# ---- design 1 ----
**Design 1: register map, names as in the netlist**

Other sequential cells in the stronger grey, the rest of the logic in the fainter grey.
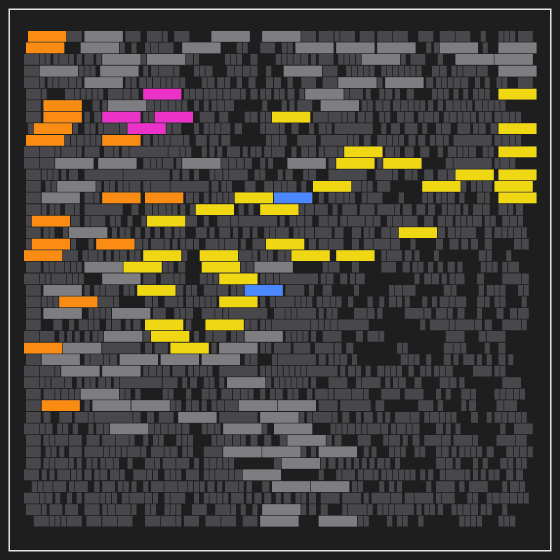

==> src/rtl/seq_muldiv_alu.sv <==
// seq_muldiv_alu: multi-cycle signed multiply / divide / remainder, one bit per clock.
// Latency: l+1 cycles from accepted Start to Done; 1 cycle for div/rem by zero and unsupported ops.
// Backpressure: Start is only sampled in IDLE; requests while Busy or in the Done cycle are dropped.
//
// Ports:
//   Clock, Reset (async, active-high)
//   Start, Operation (0 = div, 1 = mul, 2 = rem), A, B, FlagsIn  : request side
//   Busy, Done, R, FlagsOut                                     : status / held result
// Flag bits: 0 = division has remainder, 1 = division by zero, 2 = multiplication overflow,
//            [l-1:3] pass through from the latched FlagsIn.
// Optional macro SEQ_MULDIV_EARLY_OUT_EN: multiply stops as soon as the remaining
// multiplier bits are zero (latency = msb index of |B| + 2; |B| = 0 finishes in 1 cycle).

module seq_muldiv_alu #(
  parameter int l = 16,
  parameter int p = 1
) (
  input  logic         Clock,
  input  logic         Reset,
  input  logic         Start,
  input  logic [p:0]   Operation,
  input  logic [l-1:0] A,
  input  logic [l-1:0] B,
  input  logic [l-1:0] FlagsIn,
  output logic         Busy,
  output logic         Done,
  output logic [l-1:0] R,
  output logic [l-1:0] FlagsOut
);

  localparam int CW = $clog2(l);

  localparam logic [1:0] S_IDLE = 2'd0;
  localparam logic [1:0] S_CALC = 2'd1;
  localparam logic [1:0] S_DONE = 2'd2;

  localparam logic [p:0] OP_DIV = (p+1)'(0);
  localparam logic [p:0] OP_MUL = (p+1)'(1);
  localparam logic [p:0] OP_REM = (p+1)'(2);

  localparam logic [l-1:0] MIN_NEG = {1'b1, {(l-1){1'b0}}};

  logic [1:0]     state;
  logic [p:0]     op_q;
  logic [l-1:0]   flags_q;
  logic [l-1:0]   mag_a;
  logic [l-1:0]   mag_b;
  logic           sign_r;
  logic           sign_a;
  logic [CW-1:0]  cnt;
  logic [2*l-1:0] acc;

  // ---------------- acceptance-side decode (operates on live inputs) ----------------
  logic [l-1:0] abs_a, abs_b;
  logic         in_div, in_mul, in_rem, in_unsup, in_short;
  logic [l-1:0] short_flags;

  always_comb begin
    abs_a    = A[l-1] ? -A : A;
    abs_b    = B[l-1] ? -B : B;
    in_div   = (Operation == OP_DIV);
    in_mul   = (Operation == OP_MUL);
    in_rem   = (Operation == OP_REM);
    in_unsup = !(in_div || in_mul || in_rem);
    in_short = in_unsup || ((in_div || in_rem) && (B == '0));
    short_flags = FlagsIn;
    if ((in_div || in_rem) && (B == '0))
      short_flags[1:0] = 2'b10;
`ifdef SEQ_MULDIV_EARLY_OUT_EN
    // A zero multiplier needs no iterations at all.
    if (in_mul && (B == '0)) begin
      in_short       = 1'b1;
      short_flags[2] = 1'b0;
    end
`endif
  end

  // ---------------- shared iteration datapath ----------------
  // acc = {hi, lo}. Multiply: hi accumulates, lo holds the multiplier and shifts right,
  // receiving product bits from the top. Divide: hi is the partial remainder, lo the
  // dividend shifting left while quotient bits enter at the bottom.
  logic [l-1:0]   hi, lo;
  logic [l:0]     add_sum;
  logic [l:0]     shifted;
  logic [l+1:0]   trial;
  logic           div_ok;
  logic [2*l-1:0] acc_step;
  logic [2*l-1:0] fin_acc;
  logic           is_mul;
  logic           last_step;

  always_comb begin
    hi      = acc[2*l-1:l];
    lo      = acc[l-1:0];
    is_mul  = (op_q == OP_MUL);
    add_sum = {1'b0, hi} + (lo[0] ? {1'b0, mag_a} : {(l+1){1'b0}});
    shifted = {hi, lo[l-1]};
    trial   = {1'b0, shifted} - {2'b00, mag_b};
    div_ok  = !trial[l+1];
    if (is_mul)
      acc_step = {add_sum, lo[l-1:1]};
    else
      acc_step = {(div_ok ? trial[l-1:0] : shifted[l-1:0]), lo[l-2:0], div_ok};
    last_step = (cnt == '0);
    fin_acc   = acc_step;
  end

`ifdef SEQ_MULDIV_EARLY_OUT_EN
  // Unconsumed multiplier bits sit in lo[cnt:0] before this step; after it they are
  // lo[cnt:1]. Once those are zero the remaining iterations would only shift, so the
  // final product is acc_step shifted right by the iterations we skip.
  logic [l-1:0] one_l;
  logic [l-1:0] rest_mask;
  logic         mul_rest_zero;
  logic [2*l-1:0] early_acc;

  always_comb begin
    one_l         = {{(l-1){1'b0}}, 1'b1};
    rest_mask     = (one_l << cnt) - one_l;
    mul_rest_zero = (((lo >> 1) & rest_mask) == '0);
    early_acc     = acc_step >> cnt;
  end
`endif

  logic calc_exit;
  logic [2*l-1:0] res_acc;

  always_comb begin
    calc_exit = last_step;
    res_acc   = fin_acc;
`ifdef SEQ_MULDIV_EARLY_OUT_EN
    if (is_mul && mul_rest_zero) begin
      calc_exit = 1'b1;
      res_acc   = early_acc;
    end
`endif
  end

  // ---------------- result shaping (sign, flags) ----------------
  logic [l-1:0] mag_lo, quo, rmd;
  logic         mul_ovf, div_ovf, has_rem;
  logic [l-1:0] calc_r, calc_flags;

  always_comb begin
    mag_lo  = res_acc[l-1:0];
    quo     = res_acc[l-1:0];
    rmd     = res_acc[2*l-1:l];
    has_rem = (rmd != '0);
    // Magnitude >= 2^(l-1) overflows, except exactly 2^(l-1) for a negative product.
    mul_ovf = (res_acc[2*l-1:l] != '0) ||
              (mag_lo[l-1] && !(sign_r && (mag_lo[l-2:0] == '0)));
    // Only -2^(l-1) / -1 yields a positive quotient of 2^(l-1).
    div_ovf = (quo == MIN_NEG) && !sign_r;
    calc_r     = '0;
    calc_flags = flags_q;
    if (is_mul) begin
      calc_r        = sign_r ? -mag_lo : mag_lo;
      calc_flags[2] = mul_ovf;
    end else if (op_q == OP_DIV) begin
      calc_r          = sign_r ? -quo : quo;
      calc_flags[1:0] = {1'b0, has_rem};
      if (div_ovf)
        calc_flags[2] = 1'b1;
    end else begin
      calc_r          = sign_a ? -rmd : rmd;
      calc_flags[1:0] = {1'b0, has_rem};
    end
  end

  // ---------------- control and state ----------------
  always_ff @(posedge Clock or posedge Reset) begin
    if (Reset) begin
      state    <= S_IDLE;
      op_q     <= '0;
      flags_q  <= '0;
      mag_a    <= '0;
      mag_b    <= '0;
      sign_r   <= 1'b0;
      sign_a   <= 1'b0;
      cnt      <= '0;
      acc      <= '0;
      Busy     <= 1'b0;
      Done     <= 1'b0;
      R        <= '0;
      FlagsOut <= '0;
    end else begin
      case (state)
        S_IDLE: begin
          Done <= 1'b0;
          if (Start) begin
            op_q    <= Operation;
            flags_q <= FlagsIn;
            mag_a   <= abs_a;
            mag_b   <= abs_b;
            sign_r  <= A[l-1] ^ B[l-1];
            sign_a  <= A[l-1];
            cnt     <= CW'(l-1);
            acc     <= {{l{1'b0}}, (in_mul ? abs_b : abs_a)};
            if (in_short) begin
              R        <= '0;
              FlagsOut <= short_flags;
              Done     <= 1'b1;
              state    <= S_DONE;
            end else begin
              Busy  <= 1'b1;
              state <= S_CALC;
            end
          end
        end
        S_CALC: begin
          acc <= acc_step;
          cnt <= cnt - 1'b1;
          if (calc_exit) begin
            Busy     <= 1'b0;
            Done     <= 1'b1;
            R        <= calc_r;
            FlagsOut <= calc_flags;
            state    <= S_DONE;
          end
        end
        S_DONE: begin
          Done  <= 1'b0;
          state <= S_IDLE;
        end
        default: begin
          Busy  <= 1'b0;
          Done  <= 1'b0;
          state <= S_IDLE;
        end
      endcase
    end
  end

endmodule

==> config.mk <==
export PLATFORM = sky130hd
export DESIGN_NAME = seq_muldiv_alu
export DESIGN_NICKNAME = d
export VERILOG_FILES = /design/src/rtl/seq_muldiv_alu.sv
export SDC_FILE = /design/constraint.sdc
export NUM_CORES = 1
export LEC_CHECK = 0
export ABC_AREA = 1
export CAP_MARGIN = 20
export CORE_MARGIN = 3
export CORE_UTILIZATION = 64
export DETAILED_ROUTE_END_ITERATION = 7
export GPL_TIMING_DRIVEN = 0
export MAX_ROUTING_LAYER = met4
export PLACE_DENSITY = 0.84
export SLEW_MARGIN = 20
export SYNTH_ARGS = -nofsm -noshare
export SYNTH_HDL_FRONTEND = slang
export SYNTH_SLANG_ARGS = --single-unit
==> constraint.sdc <==
create_clock -name Clock -period 9.9 [get_ports Clock]
set_input_delay 1.485 -clock Clock [delete_from_list [all_inputs] [get_ports Clock]]
set_output_delay 1.485 -clock Clock [all_outputs]
set_load 0.01 [all_outputs]
# ---- design 2 ----
==> config.mk <==
export PLATFORM = sky130hd
export DESIGN_NAME = bcd_serial_add_ctrl_flat
export DESIGN_NICKNAME = d
export VERILOG_FILES = /design/src/rtl/bcd_serial_add_ctrl_pkg.sv /design/src/rtl/bcd_serial_add_ctrl_if.sv /design/src/rtl/bcd_serial_add_ctrl_digit_add.sv /design/src/rtl/bcd_serial_add_ctrl.sv /design/src/flat_wrapper.sv
export SDC_FILE = /design/constraint.sdc
export NUM_CORES = 1
export LEC_CHECK = 0
export ABC_CLOCK_PERIOD_IN_PS = 3750
export CORE_MARGIN = 2
export CORE_UTILIZATION = 46
export DETAILED_ROUTE_END_ITERATION = 10
export PLACE_DENSITY = 0.85
export SLEW_MARGIN = 10
export SYNTH_ARGS = -nofsm -noshare
export SYNTH_HDL_FRONTEND = slang
export SYNTH_SLANG_ARGS = --single-unit
==> constraint.sdc <==
create_clock -name clk -period 3.75 [get_ports clk]
set_clock_uncertainty 0.2 [all_clocks]
set_input_delay 0.9375 -clock clk [delete_from_list [all_inputs] [get_ports clk]]
set_output_delay 0.9375 -clock clk [all_outputs]
set_load 0.01 [all_outputs]
==> src/rtl/bcd_serial_add_ctrl_pkg.sv <==
`default_nettype none
// ============================================================================
// Module   : bcd_pkg
// Brief    : Shared BCD constants and controller state encoding.
// Revision : 1.0 - initial release
// ============================================================================
package bcd_pkg;

    localparam int DIGIT_W  = 4;
    localparam int BCD_MAX  = 9;
    localparam int BCD_CORR = 6;

    typedef enum logic [1:0] {
        IDLE = 2'd0,
        RUN  = 2'd1,
        DONE = 2'd2
    } state_t;

endpackage
`default_nettype wire

==> src/rtl/bcd_serial_add_ctrl_if.sv <==
`default_nettype none
// ============================================================================
// Module   : bcd_serial_add_ctrl_if
// Brief    : Request/result bundle between a requester and the BCD controller.
// Revision : 1.0 - initial release
// ============================================================================
interface bcd_serial_add_ctrl_if
    import bcd_pkg::*;
#(
    parameter int NDIGITS = 4
);
    localparam int W = DIGIT_W * NDIGITS;

    logic         start;
    logic [W-1:0] a;
    logic [W-1:0] b;
    logic         cin;
    logic         busy;
    logic         done;
    logic [W-1:0] sum;
    logic         cout;
    logic         err;

    modport master (
        output start, a, b, cin,
        input  busy, done, sum, cout, err
    );

    modport slave (
        input  start, a, b, cin,
        output busy, done, sum, cout, err
    );

endinterface
`default_nettype wire

==> src/rtl/bcd_serial_add_ctrl_digit_add.sv <==
`default_nettype none
// ============================================================================
// Module   : bcd_digit_add
// Brief    : Combinational one-digit decimal-correcting adder.
// Revision : 1.0 - initial release
// ============================================================================
module bcd_digit_add
    import bcd_pkg::*;
(
    input  wire logic [DIGIT_W-1:0] a_d,
    input  wire logic [DIGIT_W-1:0] b_d,
    input  wire logic               ci,
    output logic      [DIGIT_W-1:0] s_d,
    output logic                    co
);

    logic [DIGIT_W:0] w_z;
    logic [DIGIT_W:0] w_zc;

    // Non-BCD digits still go through the same correction; only the low
    // nibble of the corrected value is kept.
    always_comb begin
        w_z  = {1'b0, a_d} + {1'b0, b_d} + {{DIGIT_W{1'b0}}, ci};
        w_zc = w_z + (DIGIT_W+1)'(BCD_CORR);
        if (w_z > (DIGIT_W+1)'(BCD_MAX)) begin
            s_d = w_zc[DIGIT_W-1:0];
            co  = 1'b1;
        end else begin
            s_d = w_z[DIGIT_W-1:0];
            co  = 1'b0;
        end
    end

endmodule
`default_nettype wire

==> src/rtl/bcd_serial_add_ctrl.sv <==
`default_nettype none
// ============================================================================
// Module   : bcd_serial_add_ctrl
// Brief    : Digit-serial packed-BCD adder controller, LSD first, one digit/clk.
// Revision : 1.0 - initial release
// ============================================================================
module bcd_serial_add_ctrl
    import bcd_pkg::*;
#(
    parameter int NDIGITS = 4
)(
    input  wire logic            clk,
    input  wire logic            rst,
    bcd_serial_add_ctrl_if.slave bus
);

    localparam int W     = DIGIT_W * NDIGITS;
    localparam int IDX_W = (NDIGITS > 1) ? $clog2(NDIGITS) : 1;
    localparam logic [IDX_W-1:0] c_last_idx = IDX_W'(NDIGITS - 1);

    state_t             r_state;
    state_t             w_state_next;
    logic               w_accept;
    logic               w_last;

    logic [W-1:0]       r_a;
    logic [W-1:0]       r_b;
    logic [W-1:0]       r_sum;
    logic [IDX_W-1:0]   r_idx;
    logic               r_carry;
    logic               r_cout;
    logic               r_err;
    logic               r_busy;
    logic               r_done;

    logic [DIGIT_W-1:0] w_a_d;
    logic [DIGIT_W-1:0] w_b_d;
    logic [DIGIT_W-1:0] w_s_d;
    logic               w_co;

    always_ff @(posedge clk) begin
        if (rst) r_state <= IDLE;
        else     r_state <= w_state_next;
    end

    always_comb begin
        w_state_next = r_state;
        w_accept     = 1'b0;
        w_last       = (r_idx == c_last_idx);
        case (r_state)
            IDLE, DONE: begin
                if (bus.start) begin
                    w_accept     = 1'b1;
                    w_state_next = RUN;
                end else begin
                    w_state_next = IDLE;
                end
            end
            RUN:     if (w_last) w_state_next = DONE;
            default: w_state_next = IDLE;
        endcase
    end

    always_comb begin
        w_a_d = '0;
        w_b_d = '0;
        for (int k = 0; k < NDIGITS; k++) begin
            if (r_idx == IDX_W'(k)) begin
                w_a_d = r_a[k*DIGIT_W +: DIGIT_W];
                w_b_d = r_b[k*DIGIT_W +: DIGIT_W];
            end
        end
    end

    bcd_digit_add u_digit_add (
        .a_d (w_a_d),
        .b_d (w_b_d),
        .ci  (r_carry),
        .s_d (w_s_d),
        .co  (w_co)
    );

    // busy/done are flopped from the next state so every output is registered.
    always_ff @(posedge clk) begin
        if (rst) begin
            r_a     <= '0;
            r_b     <= '0;
            r_sum   <= '0;
            r_idx   <= '0;
            r_carry <= 1'b0;
            r_cout  <= 1'b0;
            r_err   <= 1'b0;
            r_busy  <= 1'b0;
            r_done  <= 1'b0;
        end else begin
            r_busy <= (w_state_next == RUN);
            r_done <= (w_state_next == DONE);
            if (w_accept) begin
                r_a     <= bus.a;
                r_b     <= bus.b;
                r_carry <= bus.cin;
                r_sum   <= '0;
                r_cout  <= 1'b0;
                r_err   <= 1'b0;
                r_idx   <= '0;
            end else if (r_state == RUN) begin
                for (int k = 0; k < NDIGITS; k++) begin
                    if (r_idx == IDX_W'(k)) r_sum[k*DIGIT_W +: DIGIT_W] <= w_s_d;
                end
                r_carry <= w_co;
                r_err   <= r_err | (w_a_d > DIGIT_W'(BCD_MAX)) | (w_b_d > DIGIT_W'(BCD_MAX));
                if (w_last) r_cout <= w_co;
                else        r_idx  <= r_idx + 1'b1;
            end
        end
    end

    assign bus.busy = r_busy;
    assign bus.done = r_done;
    assign bus.sum  = r_sum;
    assign bus.cout = r_cout;
    assign bus.err  = r_err;

endmodule
`default_nettype wire

==> src/flat_wrapper.sv <==
// flat-port wrapper written by rule: the top's interface ports become plain ports
module bcd_serial_add_ctrl_flat import bcd_pkg::*;
#(
    parameter int NDIGITS = 4
)
  (clk, rst, bus_start, bus_a, bus_b, bus_cin, bus_busy, bus_done, bus_sum, bus_cout, bus_err);
  bcd_serial_add_ctrl_if #(.NDIGITS(NDIGITS)) bus_i ();
  input  wire logic clk;
  input  wire logic rst;
  input wire logic [$bits(bus_i.start)-1:0] bus_start;
  input wire logic [$bits(bus_i.a)-1:0] bus_a;
  input wire logic [$bits(bus_i.b)-1:0] bus_b;
  input wire logic [$bits(bus_i.cin)-1:0] bus_cin;
  output wire logic [$bits(bus_i.busy)-1:0] bus_busy;
  output wire logic [$bits(bus_i.done)-1:0] bus_done;
  output wire logic [$bits(bus_i.sum)-1:0] bus_sum;
  output wire logic [$bits(bus_i.cout)-1:0] bus_cout;
  output wire logic [$bits(bus_i.err)-1:0] bus_err;
  assign bus_i.start = bus_start;
  assign bus_i.a = bus_a;
  assign bus_i.b = bus_b;
  assign bus_i.cin = bus_cin;
  assign bus_busy = bus_i.busy;
  assign bus_done = bus_i.done;
  assign bus_sum = bus_i.sum;
  assign bus_cout = bus_i.cout;
  assign bus_err = bus_i.err;
  bcd_serial_add_ctrl #(.NDIGITS(NDIGITS)) u_core (.clk(clk), .rst(rst), .bus(bus_i));
endmodule
# ---- design 3 ----
**config.mk**
```make
export PLATFORM = sky130hd
export DESIGN_NAME = fetch_queue
export DESIGN_NICKNAME = d
export VERILOG_FILES = /design/src/rtl/fetch_queue.sv
export SDC_FILE = /design/constraint.sdc
export NUM_CORES = 1
export LEC_CHECK = 0
export ABC_AREA = 1
export CAP_MARGIN = 20
export CORE_MARGIN = 10
export CORE_UTILIZATION = 55
export DETAILED_ROUTE_END_ITERATION = 7
export GPL_ROUTABILITY_DRIVEN = 1
export PLACE_DENSITY_LB_ADDON = 0.05
export RECOVER_POWER = 100
export SLEW_MARGIN = 20
export SYNTH_ARGS = -nofsm -noshare
export SYNTH_HDL_FRONTEND = slang
export SYNTH_SLANG_ARGS = --single-unit
```
**constraint.sdc**
```tcl
create_clock -name clk -period 6 [get_ports clk]
set_input_delay 0.6 -clock clk [delete_from_list [all_inputs] [get_ports clk]]
set_output_delay 0.6 -clock clk [all_outputs]
set_load 0.01 [all_outputs]
```
**src/rtl/fetch_queue.sv**
```systemverilog
// rtl/fetch_queue.sv - fetch-to-decode instruction queue with flush
module fetch_queue #(
    parameter int DEPTH = 4,
    parameter int XLEN  = 64,
    parameter int ILEN  = 32
) (
    input  logic                       clk,
    input  logic                       reset,
    input  logic                       in_valid,
    input  logic [ILEN-1:0]            in_inst,
    input  logic [XLEN-1:0]            in_pc,
    output logic                       in_ready,
    input  logic                       flush,
    output logic                       out_valid,
    output logic [ILEN-1:0]            out_inst,
    output logic [XLEN-1:0]            out_pc,
    input  logic                       out_ready,
    output logic [$clog2(DEPTH):0]     count
);
    localparam int AW = $clog2(DEPTH);
    localparam int CW = AW + 1;
    localparam logic [CW-1:0]   FULL = CW'(DEPTH);
    localparam logic [ILEN-1:0] NOP  = ILEN'(32'h0000_0013);

    logic [ILEN-1:0] inst_mem [DEPTH];
    logic [XLEN-1:0] pc_mem   [DEPTH];
    logic [AW-1:0]   rd_ptr;
    logic [AW-1:0]   wr_ptr;
    logic            push;
    logic            pop;

    // Handshake readiness depends only on occupancy, never on the partner's valid.
    assign in_ready  = (count != FULL);
    assign out_valid = (count != '0);
    assign push      = in_valid & in_ready;
    assign pop       = out_valid & out_ready;

    always_ff @(posedge clk or negedge reset) begin
        if (!reset) begin
            rd_ptr <= '0;
            wr_ptr <= '0;
            count  <= '0;
        end else if (flush) begin
            rd_ptr <= '0;
            wr_ptr <= '0;
            count  <= '0;
        end else begin
            if (push) wr_ptr <= wr_ptr + 1'b1;
            if (pop)  rd_ptr <= rd_ptr + 1'b1;
            case ({push, pop})
                2'b10:   count <= count + 1'b1;
                2'b01:   count <= count - 1'b1;
                default: count <= count;
            endcase
        end
    end

    // Payload storage carries no reset; occupancy alone decides what is visible.
    always_ff @(posedge clk) begin
        if (push && !flush) begin
            inst_mem[wr_ptr] <= in_inst;
            pc_mem[wr_ptr]   <= in_pc;
        end
    end

    assign out_inst = out_valid ? inst_mem[rd_ptr] : NOP;
    assign out_pc   = out_valid ? pc_mem[rd_ptr]   : '0;
endmodule

```
# ---- design 4 ----
[src/rtl/ahb_master_arbiter.sv]
// Round-robin arbiter sharing one AHB master port between NUM_REQ requesters.
// Each grant becomes a single NONSEQ transfer; the response returns to its owner.
module ahb_master_arbiter #(
    parameter int ADDR_WIDTH = 32,
    parameter int DATA_WIDTH = 32,
    parameter int NUM_REQ    = 2
) (
    input  logic                          HCLK,
    input  logic                          HRESETn,
    input  logic [NUM_REQ-1:0]            req_valid,
    input  logic [NUM_REQ-1:0]            req_write,
    input  logic [NUM_REQ*ADDR_WIDTH-1:0] req_addr,
    input  logic [NUM_REQ*DATA_WIDTH-1:0] req_wdata,
    output logic [NUM_REQ-1:0]            req_ready,
    output logic [NUM_REQ-1:0]            rsp_valid,
    output logic [DATA_WIDTH-1:0]         rsp_rdata,
    output logic                          rsp_err,
    output logic                          HSEL,
    output logic [ADDR_WIDTH-1:0]         HADDR,
    output logic [1:0]                    HTRANS,
    output logic                          HWRITE,
    output logic                          HREADY_IN,
    output logic [DATA_WIDTH-1:0]         HWDATA,
    input  logic [DATA_WIDTH-1:0]         HRDATA,
    input  logic [1:0]                    HRESP,
    input  logic                          HREADY_OUT
);

    localparam int ID_W = (NUM_REQ > 1) ? $clog2(NUM_REQ) : 1;
    localparam int CW   = ID_W + 1;

    localparam logic [1:0] HTRANS_IDLE   = 2'b00;
    localparam logic [1:0] HTRANS_NONSEQ = 2'b10;

    typedef enum logic [1:0] {
        IDLE,
        ADDR,
        DATA
    } state_t;

    state_t state_q, state_d;

    logic [ID_W-1:0] rr_q;
    logic [ID_W-1:0] owner_q;
    logic [ID_W-1:0] grant_id;
    logic            grant_found;
    logic [CW-1:0]   cand;
    logic            grant;
    logic            addr_done;
    logic            data_done;

    logic [ADDR_WIDTH-1:0] addr_arr  [NUM_REQ];
    logic [DATA_WIDTH-1:0] wdata_arr [NUM_REQ];

    for (genvar i = 0; i < NUM_REQ; i++) begin : g_unpack
        assign addr_arr[i]  = req_addr[i*ADDR_WIDTH +: ADDR_WIDTH];
        assign wdata_arr[i] = req_wdata[i*DATA_WIDTH +: DATA_WIDTH];
    end

    // Search from rr+1 upward; walking k downward lets the nearest candidate win last.
    always_comb begin
        // NOTE: every combinational output gets a default first so no path infers a latch.
        grant_found = 1'b0;
        grant_id    = rr_q;
        cand        = '0;
        for (int k = NUM_REQ; k >= 1; k--) begin
            cand = {1'b0, rr_q} + CW'(k);
            if (cand >= CW'(NUM_REQ)) begin
                cand = cand - CW'(NUM_REQ);
            end
            if (req_valid[cand[ID_W-1:0]]) begin
                grant_found = 1'b1;
                grant_id    = cand[ID_W-1:0];
            end
        end
    end

    assign grant     = (state_q == IDLE) && grant_found;
    assign addr_done = (state_q == ADDR) && HREADY_OUT;
    assign data_done = (state_q == DATA) && HREADY_OUT;
    assign HREADY_IN = HREADY_OUT;

    always_comb begin
        state_d   = state_q;
        req_ready = '0;
        case (state_q)
            IDLE: begin
                if (grant_found) begin
                    state_d = ADDR;
                    // The accept pulse must stay low while reset is held.
                    req_ready[grant_id] = HRESETn;
                end
            end
            ADDR: begin
                if (HREADY_OUT) begin
                    state_d = DATA;
                end
            end
            DATA: begin
                if (HREADY_OUT) begin
                    state_d = IDLE;
                end
            end
            default: state_d = IDLE;
        endcase
    end

    always_ff @(posedge HCLK or negedge HRESETn) begin
        if (!HRESETn) begin
            state_q <= IDLE;
        end else begin
            // NOTE: sequential state uses non-blocking assignments so every register
            // samples pre-edge values regardless of block ordering.
            state_q <= state_d;
        end
    end

    always_ff @(posedge HCLK or negedge HRESETn) begin
        if (!HRESETn) begin
            rr_q      <= ID_W'(NUM_REQ - 1);
            owner_q   <= '0;
            HSEL      <= 1'b0;
            HTRANS    <= HTRANS_IDLE;
            HADDR     <= '0;
            HWRITE    <= 1'b0;
            HWDATA    <= '0;
            rsp_valid <= '0;
            rsp_rdata <= '0;
            rsp_err   <= 1'b0;
        end else begin
            rsp_valid <= '0;

            if (grant) begin
                owner_q <= grant_id;
                rr_q    <= grant_id;
                HSEL    <= 1'b1;
                HTRANS  <= HTRANS_NONSEQ;
                HADDR   <= addr_arr[grant_id];
                HWRITE  <= req_write[grant_id];
                HWDATA  <= wdata_arr[grant_id];
            end

            // Address-phase outputs only drop once the slave accepts the address.
            if (addr_done) begin
                HSEL   <= 1'b0;
                HTRANS <= HTRANS_IDLE;
            end

            if (data_done) begin
                rsp_valid[owner_q] <= 1'b1;
                rsp_rdata          <= HWRITE ? '0 : HRDATA;
                rsp_err            <= (HRESP != 2'b00);
            end
        end
    end

endmodule

[config.mk]
export PLATFORM = sky130hd
export DESIGN_NAME = ahb_master_arbiter
export DESIGN_NICKNAME = d
export VERILOG_FILES = /design/src/rtl/ahb_master_arbiter.sv
export SDC_FILE = /design/constraint.sdc
export NUM_CORES = 1
export LEC_CHECK = 0
export CAP_MARGIN = 20
export CORE_ASPECT_RATIO = 1.75
export CORE_MARGIN = 2
export CORE_UTILIZATION = 36
export CTS_CLUSTER_DIAMETER = 150
export DETAILED_ROUTE_END_ITERATION = 10
export PLACE_DENSITY = 0.78
export SLEW_MARGIN = 15
export SYNTH_ARGS = -nofsm -noshare
export SYNTH_HDL_FRONTEND = slang
export SYNTH_SLANG_ARGS = --single-unit
[constraint.sdc]
create_clock -name HCLK -period 1.42 [get_ports HCLK]
set_input_delay 0.284 -clock HCLK [delete_from_list [all_inputs] [get_ports HCLK]]
set_output_delay 0.284 -clock HCLK [all_outputs]
set_load 0.02 [all_outputs]

==> layout pictures side by side <==
Clock distribution.
image #1
The bar under the picture is 20 um long.
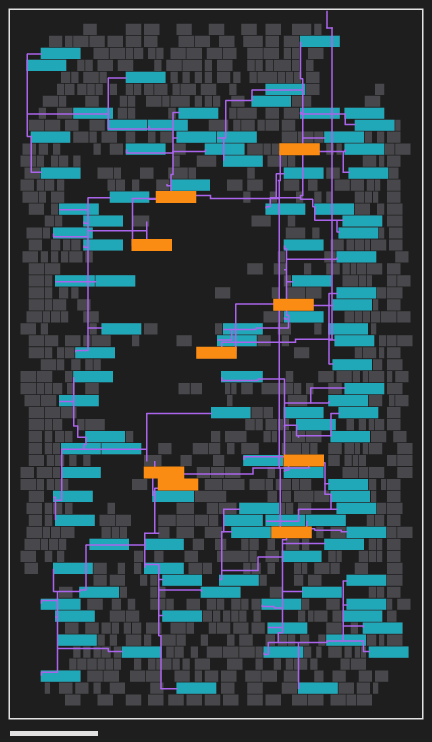
image #2
The bar under the picture is 20 um long.
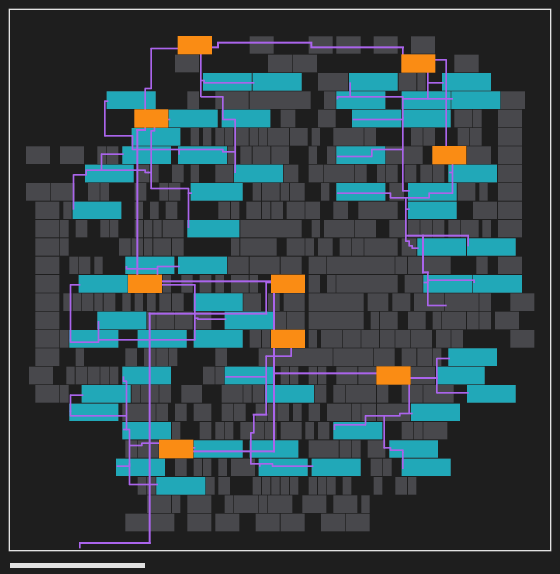
image #3
The bar under the picture is 50 um long.
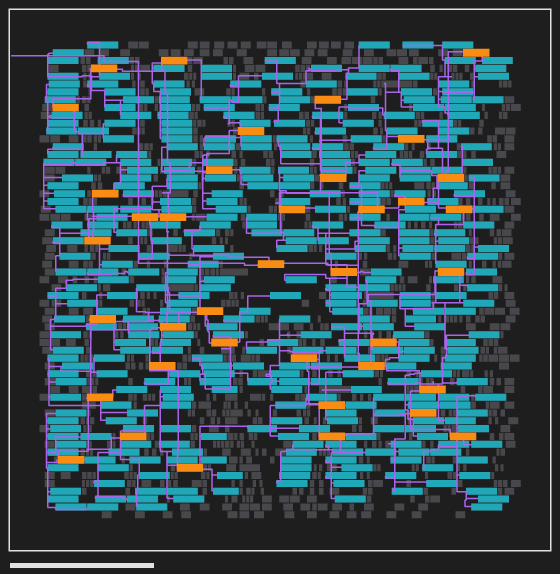
image #4
The bar under the picture is 50 um long.
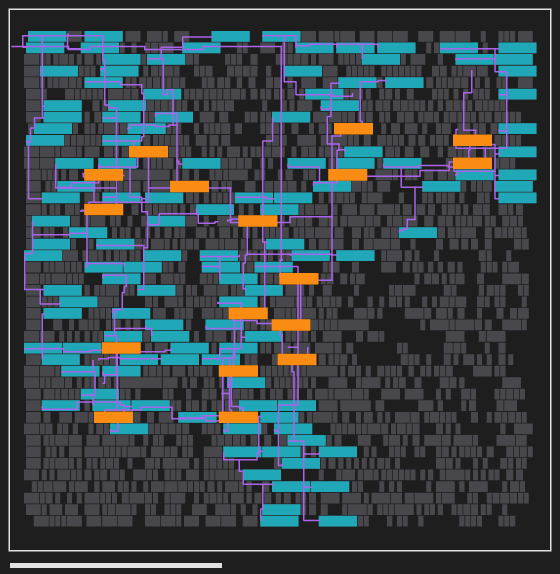
The one with the largest die is image #3.
For design 4, see image #1.
For design 3, see image #3.
For design 1, see image #4.
For design 2, see image #2.

**Design 4: register map, names as in the netlist**

Other sequential cells in the stronger grey, the rest of the logic in the fainter grey.
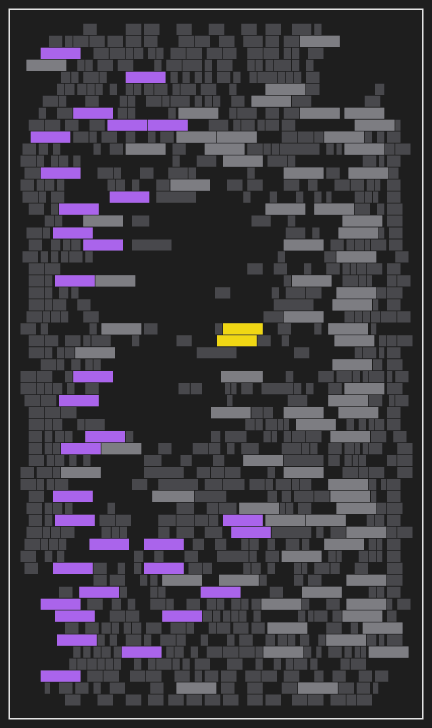
legend:
  HWDATA:
    colour: purple
    placed_flops: 32
  rsp_valid:
    colour: yellow
    placed_flops: 2
not coloured: 71

==> results.cfg, design 4 <==
; generated from flow reports
[yosys]
synthTopLogicFamily = AND-OR/OR-AND gates

[pwr]
power_leader = combinational logic
p_sw_mw = 7.51

[final_layout]
logic_area_um2 = 2180
area_share_nonclk_buffers = 0.345
diodes = 2
design.seq.count = 105
instances_no_fill = 977
final_cell_area_um2 = 8130

[status]
outcome = complete, but fails checks
violations = negative setup slack

[grt]
grt_pass1_vias = 5555
grt_overflow = 0

[timing]
setup_viol = 68
worst_slack_ps = -322

[setup_path]
path_depth = 4
crit_chain = nor2_4 > and2_4 > and3_4 > buf_6
==> design 4: metal layers <==
layer,track usage,up-vias,share of wire
met3,0.0530,42,0.077
met4,0.136,0,0.045
li1,-,2462,-
met1,0.260,2536,0.35
met5,0,-,0
met2,0.412,274,0.52
==> design 4: repair_timing <==
| action | in CTS | in global routing |
|---|---|---|
| hold buffers | 1 | 0 |
| endpoints found under the hold margin | 10 | 0 |
| resized | 127 | 10 |
| endpoints found under the setup margin | 174 | 72 |
| setup buffers | 1 | 1 |
| pin swaps | 4 | 1 |
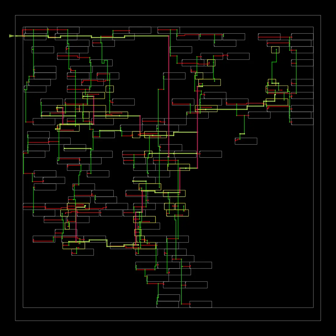
**Above:** design 1 (clock routing).
Clk power: 623 uW
CLK BUF: 17

## Picture notes: 'register map, names as in the netlist' of design 1
legend:
  cnt:
    colour: magenta
    placed_flops: 4
    where: upper left
  flags_q:
    colour: orange
    placed_flops: 16
  op_q:
    colour: blue
    placed_flops: 2
  acc:
    colour: yellow
    placed_flops: 32
not coloured: 70

==> results.cfg, design 1 <==
; generated from flow reports
[floorplan]
fp_util = 0.665
ios = 87
rows = 43

[yosys]
synth.area.mux_share = 0.00213
ys_async_sr_fraction = 1.00
postSynthCellCount = 1421
netlist.top_cell.by_area = dfrtp_1
synth_xor_xnor_area_share = 0.0372
ys_sh_simple = 0.346

[setup_path]
r2r-end = FlagsOut[2]
crit_arrival_ps = 4290
cp-endpoint = FlagsOut[0]

[final_layout]
num-multi-input-gates = 1044
layout-drive-gt1-share = 0.0663

[status]
outcome = finished clean

[placed_design]
place.gp.congestion = 1.03
io_buffers = 85

[pwr]
combPwrFrac = 0.673

[grt]
globalRoute.busiestLayer = met2

[timing]
fin_hold_ws_ps = 476
rsz0062_at_grt = no

[drt]
vias = 10400
## design 1: critical path, stage by stage
cell and delay [ps]:
clkdlybuf4s50_1 400, inv_1 150, ha_1 200, nand3_1 100, nor3_1 300, nand3_1 160
nor3_1 210, nand3_1 270, nand2_1 240, a21oi_1 130, clkbuf_1 290, a31oi_1 240
a21oi_1 110
## design 1: registers in the layout, indices dropped and copies added (netlist names), 2 cells and up
signal,count
FlagsOut,16
R,16
acc,32
cnt,4
flags_q,16
mag_a,16
mag_b,16
op_q,2
state,2
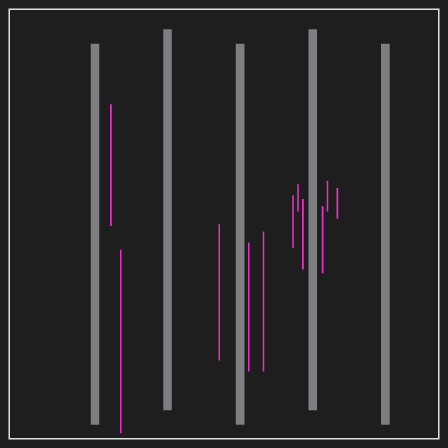
**Above:** design 2 (metal 4).
Supply wires on this layer in grey.
main direction: vertical
share of all routed wire: 2.6%
nets with wire on the layer: 10
longest straight run: 34.0 um
overall routed net length: 6900 um
via count: 2606

==> results.cfg, design 2 <==
; generated from flow reports
[grt]
grt_util_met1 = 0.242
globalRoute.busiestLayer = met2
grt_pass1_wl_um = 10600

[setup_path]
cp.required_ps = 3810
regToRegSetupSlack_ps = 30

[timing]
rsz0062_at_grt = yes
fin_hold_ws_ps = 256
worstMarginPinSlew_ps = 669

[clock_tree]
cts.sinks = 57

[drt]
viasPerCell = 5.57

[status]
outcome = finished clean

[yosys]
edf_count = 0
ys_cells = 335
synth_xor_xnor_area_share = 0.00659
numSynthFlops = 57
syn_area_um2 = 2660
common_cells = nand2_1 (81), a21oi_1 (59), dfxtp_1 (57)
netlist.top_cell.by_area = dfxtp_1
synthAoiAreaFrac = 0.226

[final_layout]
lay_top_cells = nand2_1 (80), a21oi_1 (57), clkdlybuf4s50_1 (55), dfxtp_1 (55)
final_cell_area_um2 = 3630
num-nonclk-buffers = 70
clkbuf_count = 13
area_growth_pct = 36.6
area_share_nonclk_buffers = 0.183
clock_area_frac = 0.0589
biggestCellCategory = logic gates

[placed_design]
place.gp.congestion = 0.852
post-place-ws_ps = 21.8
postPlaceCellArea_um2 = 3330
io_buffers = 55
dp_hpwl_um = 4740

[floorplan]
fp_util = 0.479

[pwr]
p_per_area_nw_per_um2 = 441
[design 2: critical path, delay by kind of cell, from the launching register on]
kind                       cells  cell delay, ps
buffers and inverters          1              60
DFF                            1             360
adders and majority gates      4            1110
xor gates and xnor gates       1             180
and+or+nand+nor                4            1000
AOI/OAI and AO/OA              6             720
[design 2: power by group]
group	switching [mW]	internal [mW]
combinational	0.181	0.164
clock	0.229	0.374
sequential	0.0185	0.635
total	0.428	1.17
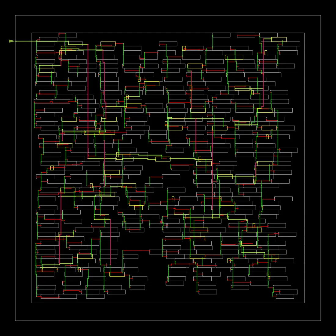
**Above:** design 3 (clock routing).
Clk power: 2.28 mW
Final Skew: 8.08 ps
CTS sink cnt: 391

==> results.cfg, design 3 <==
; generated from flow reports
[status]
outcome = complete, but fails checks
violations = max-capacitance violations, max-slew violations

[setup_path]
slowest_stage = clkbuf_2
crit_path_start_kind = flip-flop
r2r_cells = 5

[drt]
dr_wl_met2_um = 17000
drtPass1Iterations = 4
vias = 9686
drt-total-wl_um = 34500
wl_met1_um = 14700

[yosys]
synth_top_area_share = 0.747
topCellsByArea = edfxtp_1 (75%), nor2_1 (9.2%), o21ai_1 (3.5%)
ys_area_um2 = 15400

[clock_tree]
cts_made_buffers = 38

[flow_run]
drv_cap = 8

[timing]
slew_viol_final = 411
finalHoldViolCount = 0
setup_viol = 0
maxSlewHeadroom = -1.64

[grt]
globalRoute.busiestLayer = met2
grt_pass1_vias = 9790

[placed_design]
placed_cells = 1716

[pwr]
pg_comb_mw = 2.39
powerSeq_mw = 3.26
switching_share = 0.308
p_per_area_nw_per_um2 = 423

[final_layout]
final_cell_area_um2 = 18700
-- design 3: area by class of cell --
cell class | count | area, um^2 | area share
diodes | 2 | 5.00 | 0.000267
multi-input cells | 717 | 3140 | 0.168
repair buffers | 216 | 2140 | 0.114
clock buffers | 53 | 1090 | 0.0582
inverters | 15 | 65.1 | 0.00347
clock inverters | 14 | 109 | 0.00581
well taps | 378 | 473 | 0.0252
flip-flops and latches | 391 | 11700 | 0.625
-- design 3: flip-flops by register name, summed over array words and instances (netlist names) --
signal    count
rd_ptr        2
count         3
pc_mem      256
wr_ptr        2
inst_mem    128


## Gallery

Metal 4.
Supply wires on this layer in grey.
shot_01.png
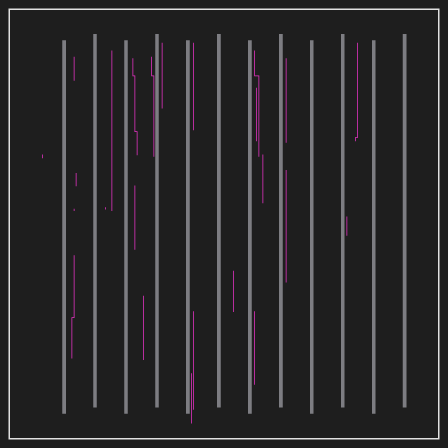
shot_02.png
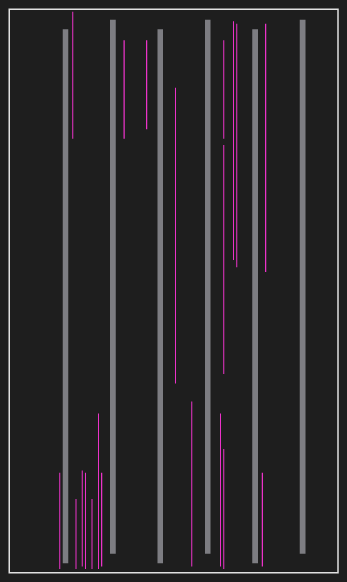
shot_03.png
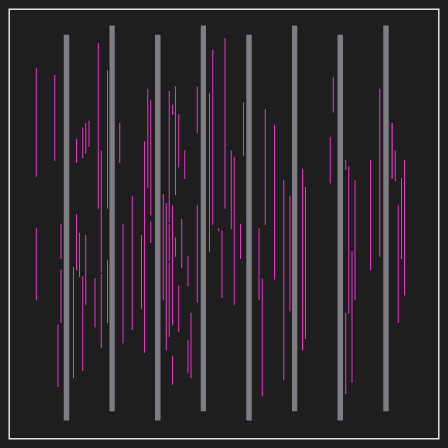
- shot_03.png = design 1
- shot_01.png = design 3
- shot_02.png = design 4


## Gallery

Cell sizes after repair.
Plate I
The bar under the picture is 20 um long.
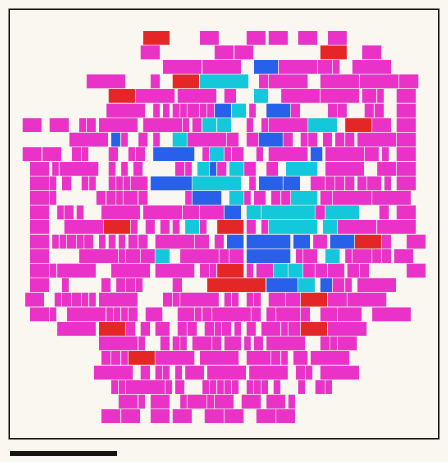
Plate II
The bar under the picture is 20 um long.
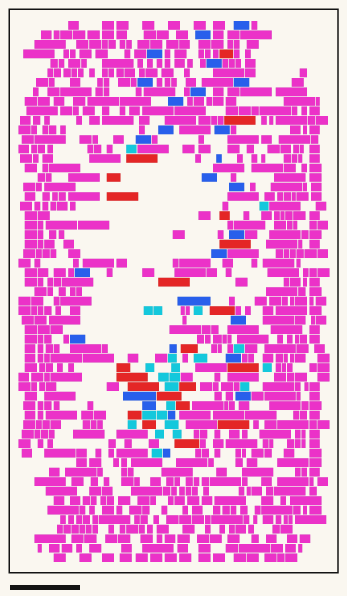
Plate III
The bar under the picture is 50 um long.
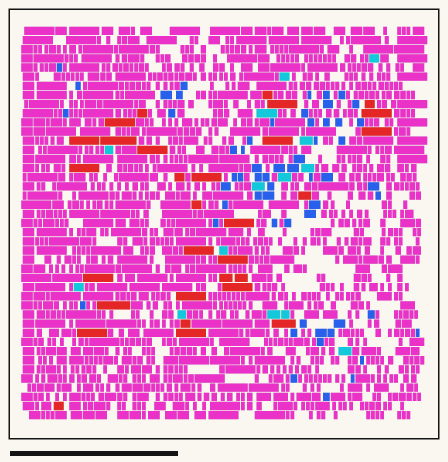
Plate IV
The bar under the picture is 50 um long.
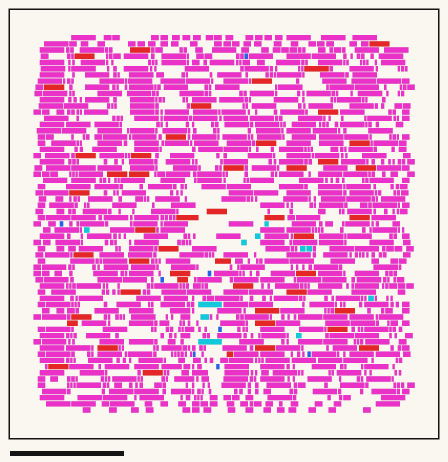
Plate II comes from design 4.
Plate IV comes from design 3.
Plate III comes from design 1.
Plate I comes from design 2.
Of these, fewest cells: Plate I

Key to Plate II:
legend:
  drive 2:
    colour: blue
    cells: 27
    share: 3.4%
  drive 3 to 4:
    colour: cyan
    cells: 23
    share: 2.9%
  drive 6 and up:
    colour: red
    cells: 21
    share: 2.6%
  drive 1 or less:
    colour: magenta
    cells: 727
    share: 91%

No activity file was given, so power comes from the tool's default toggle rates.
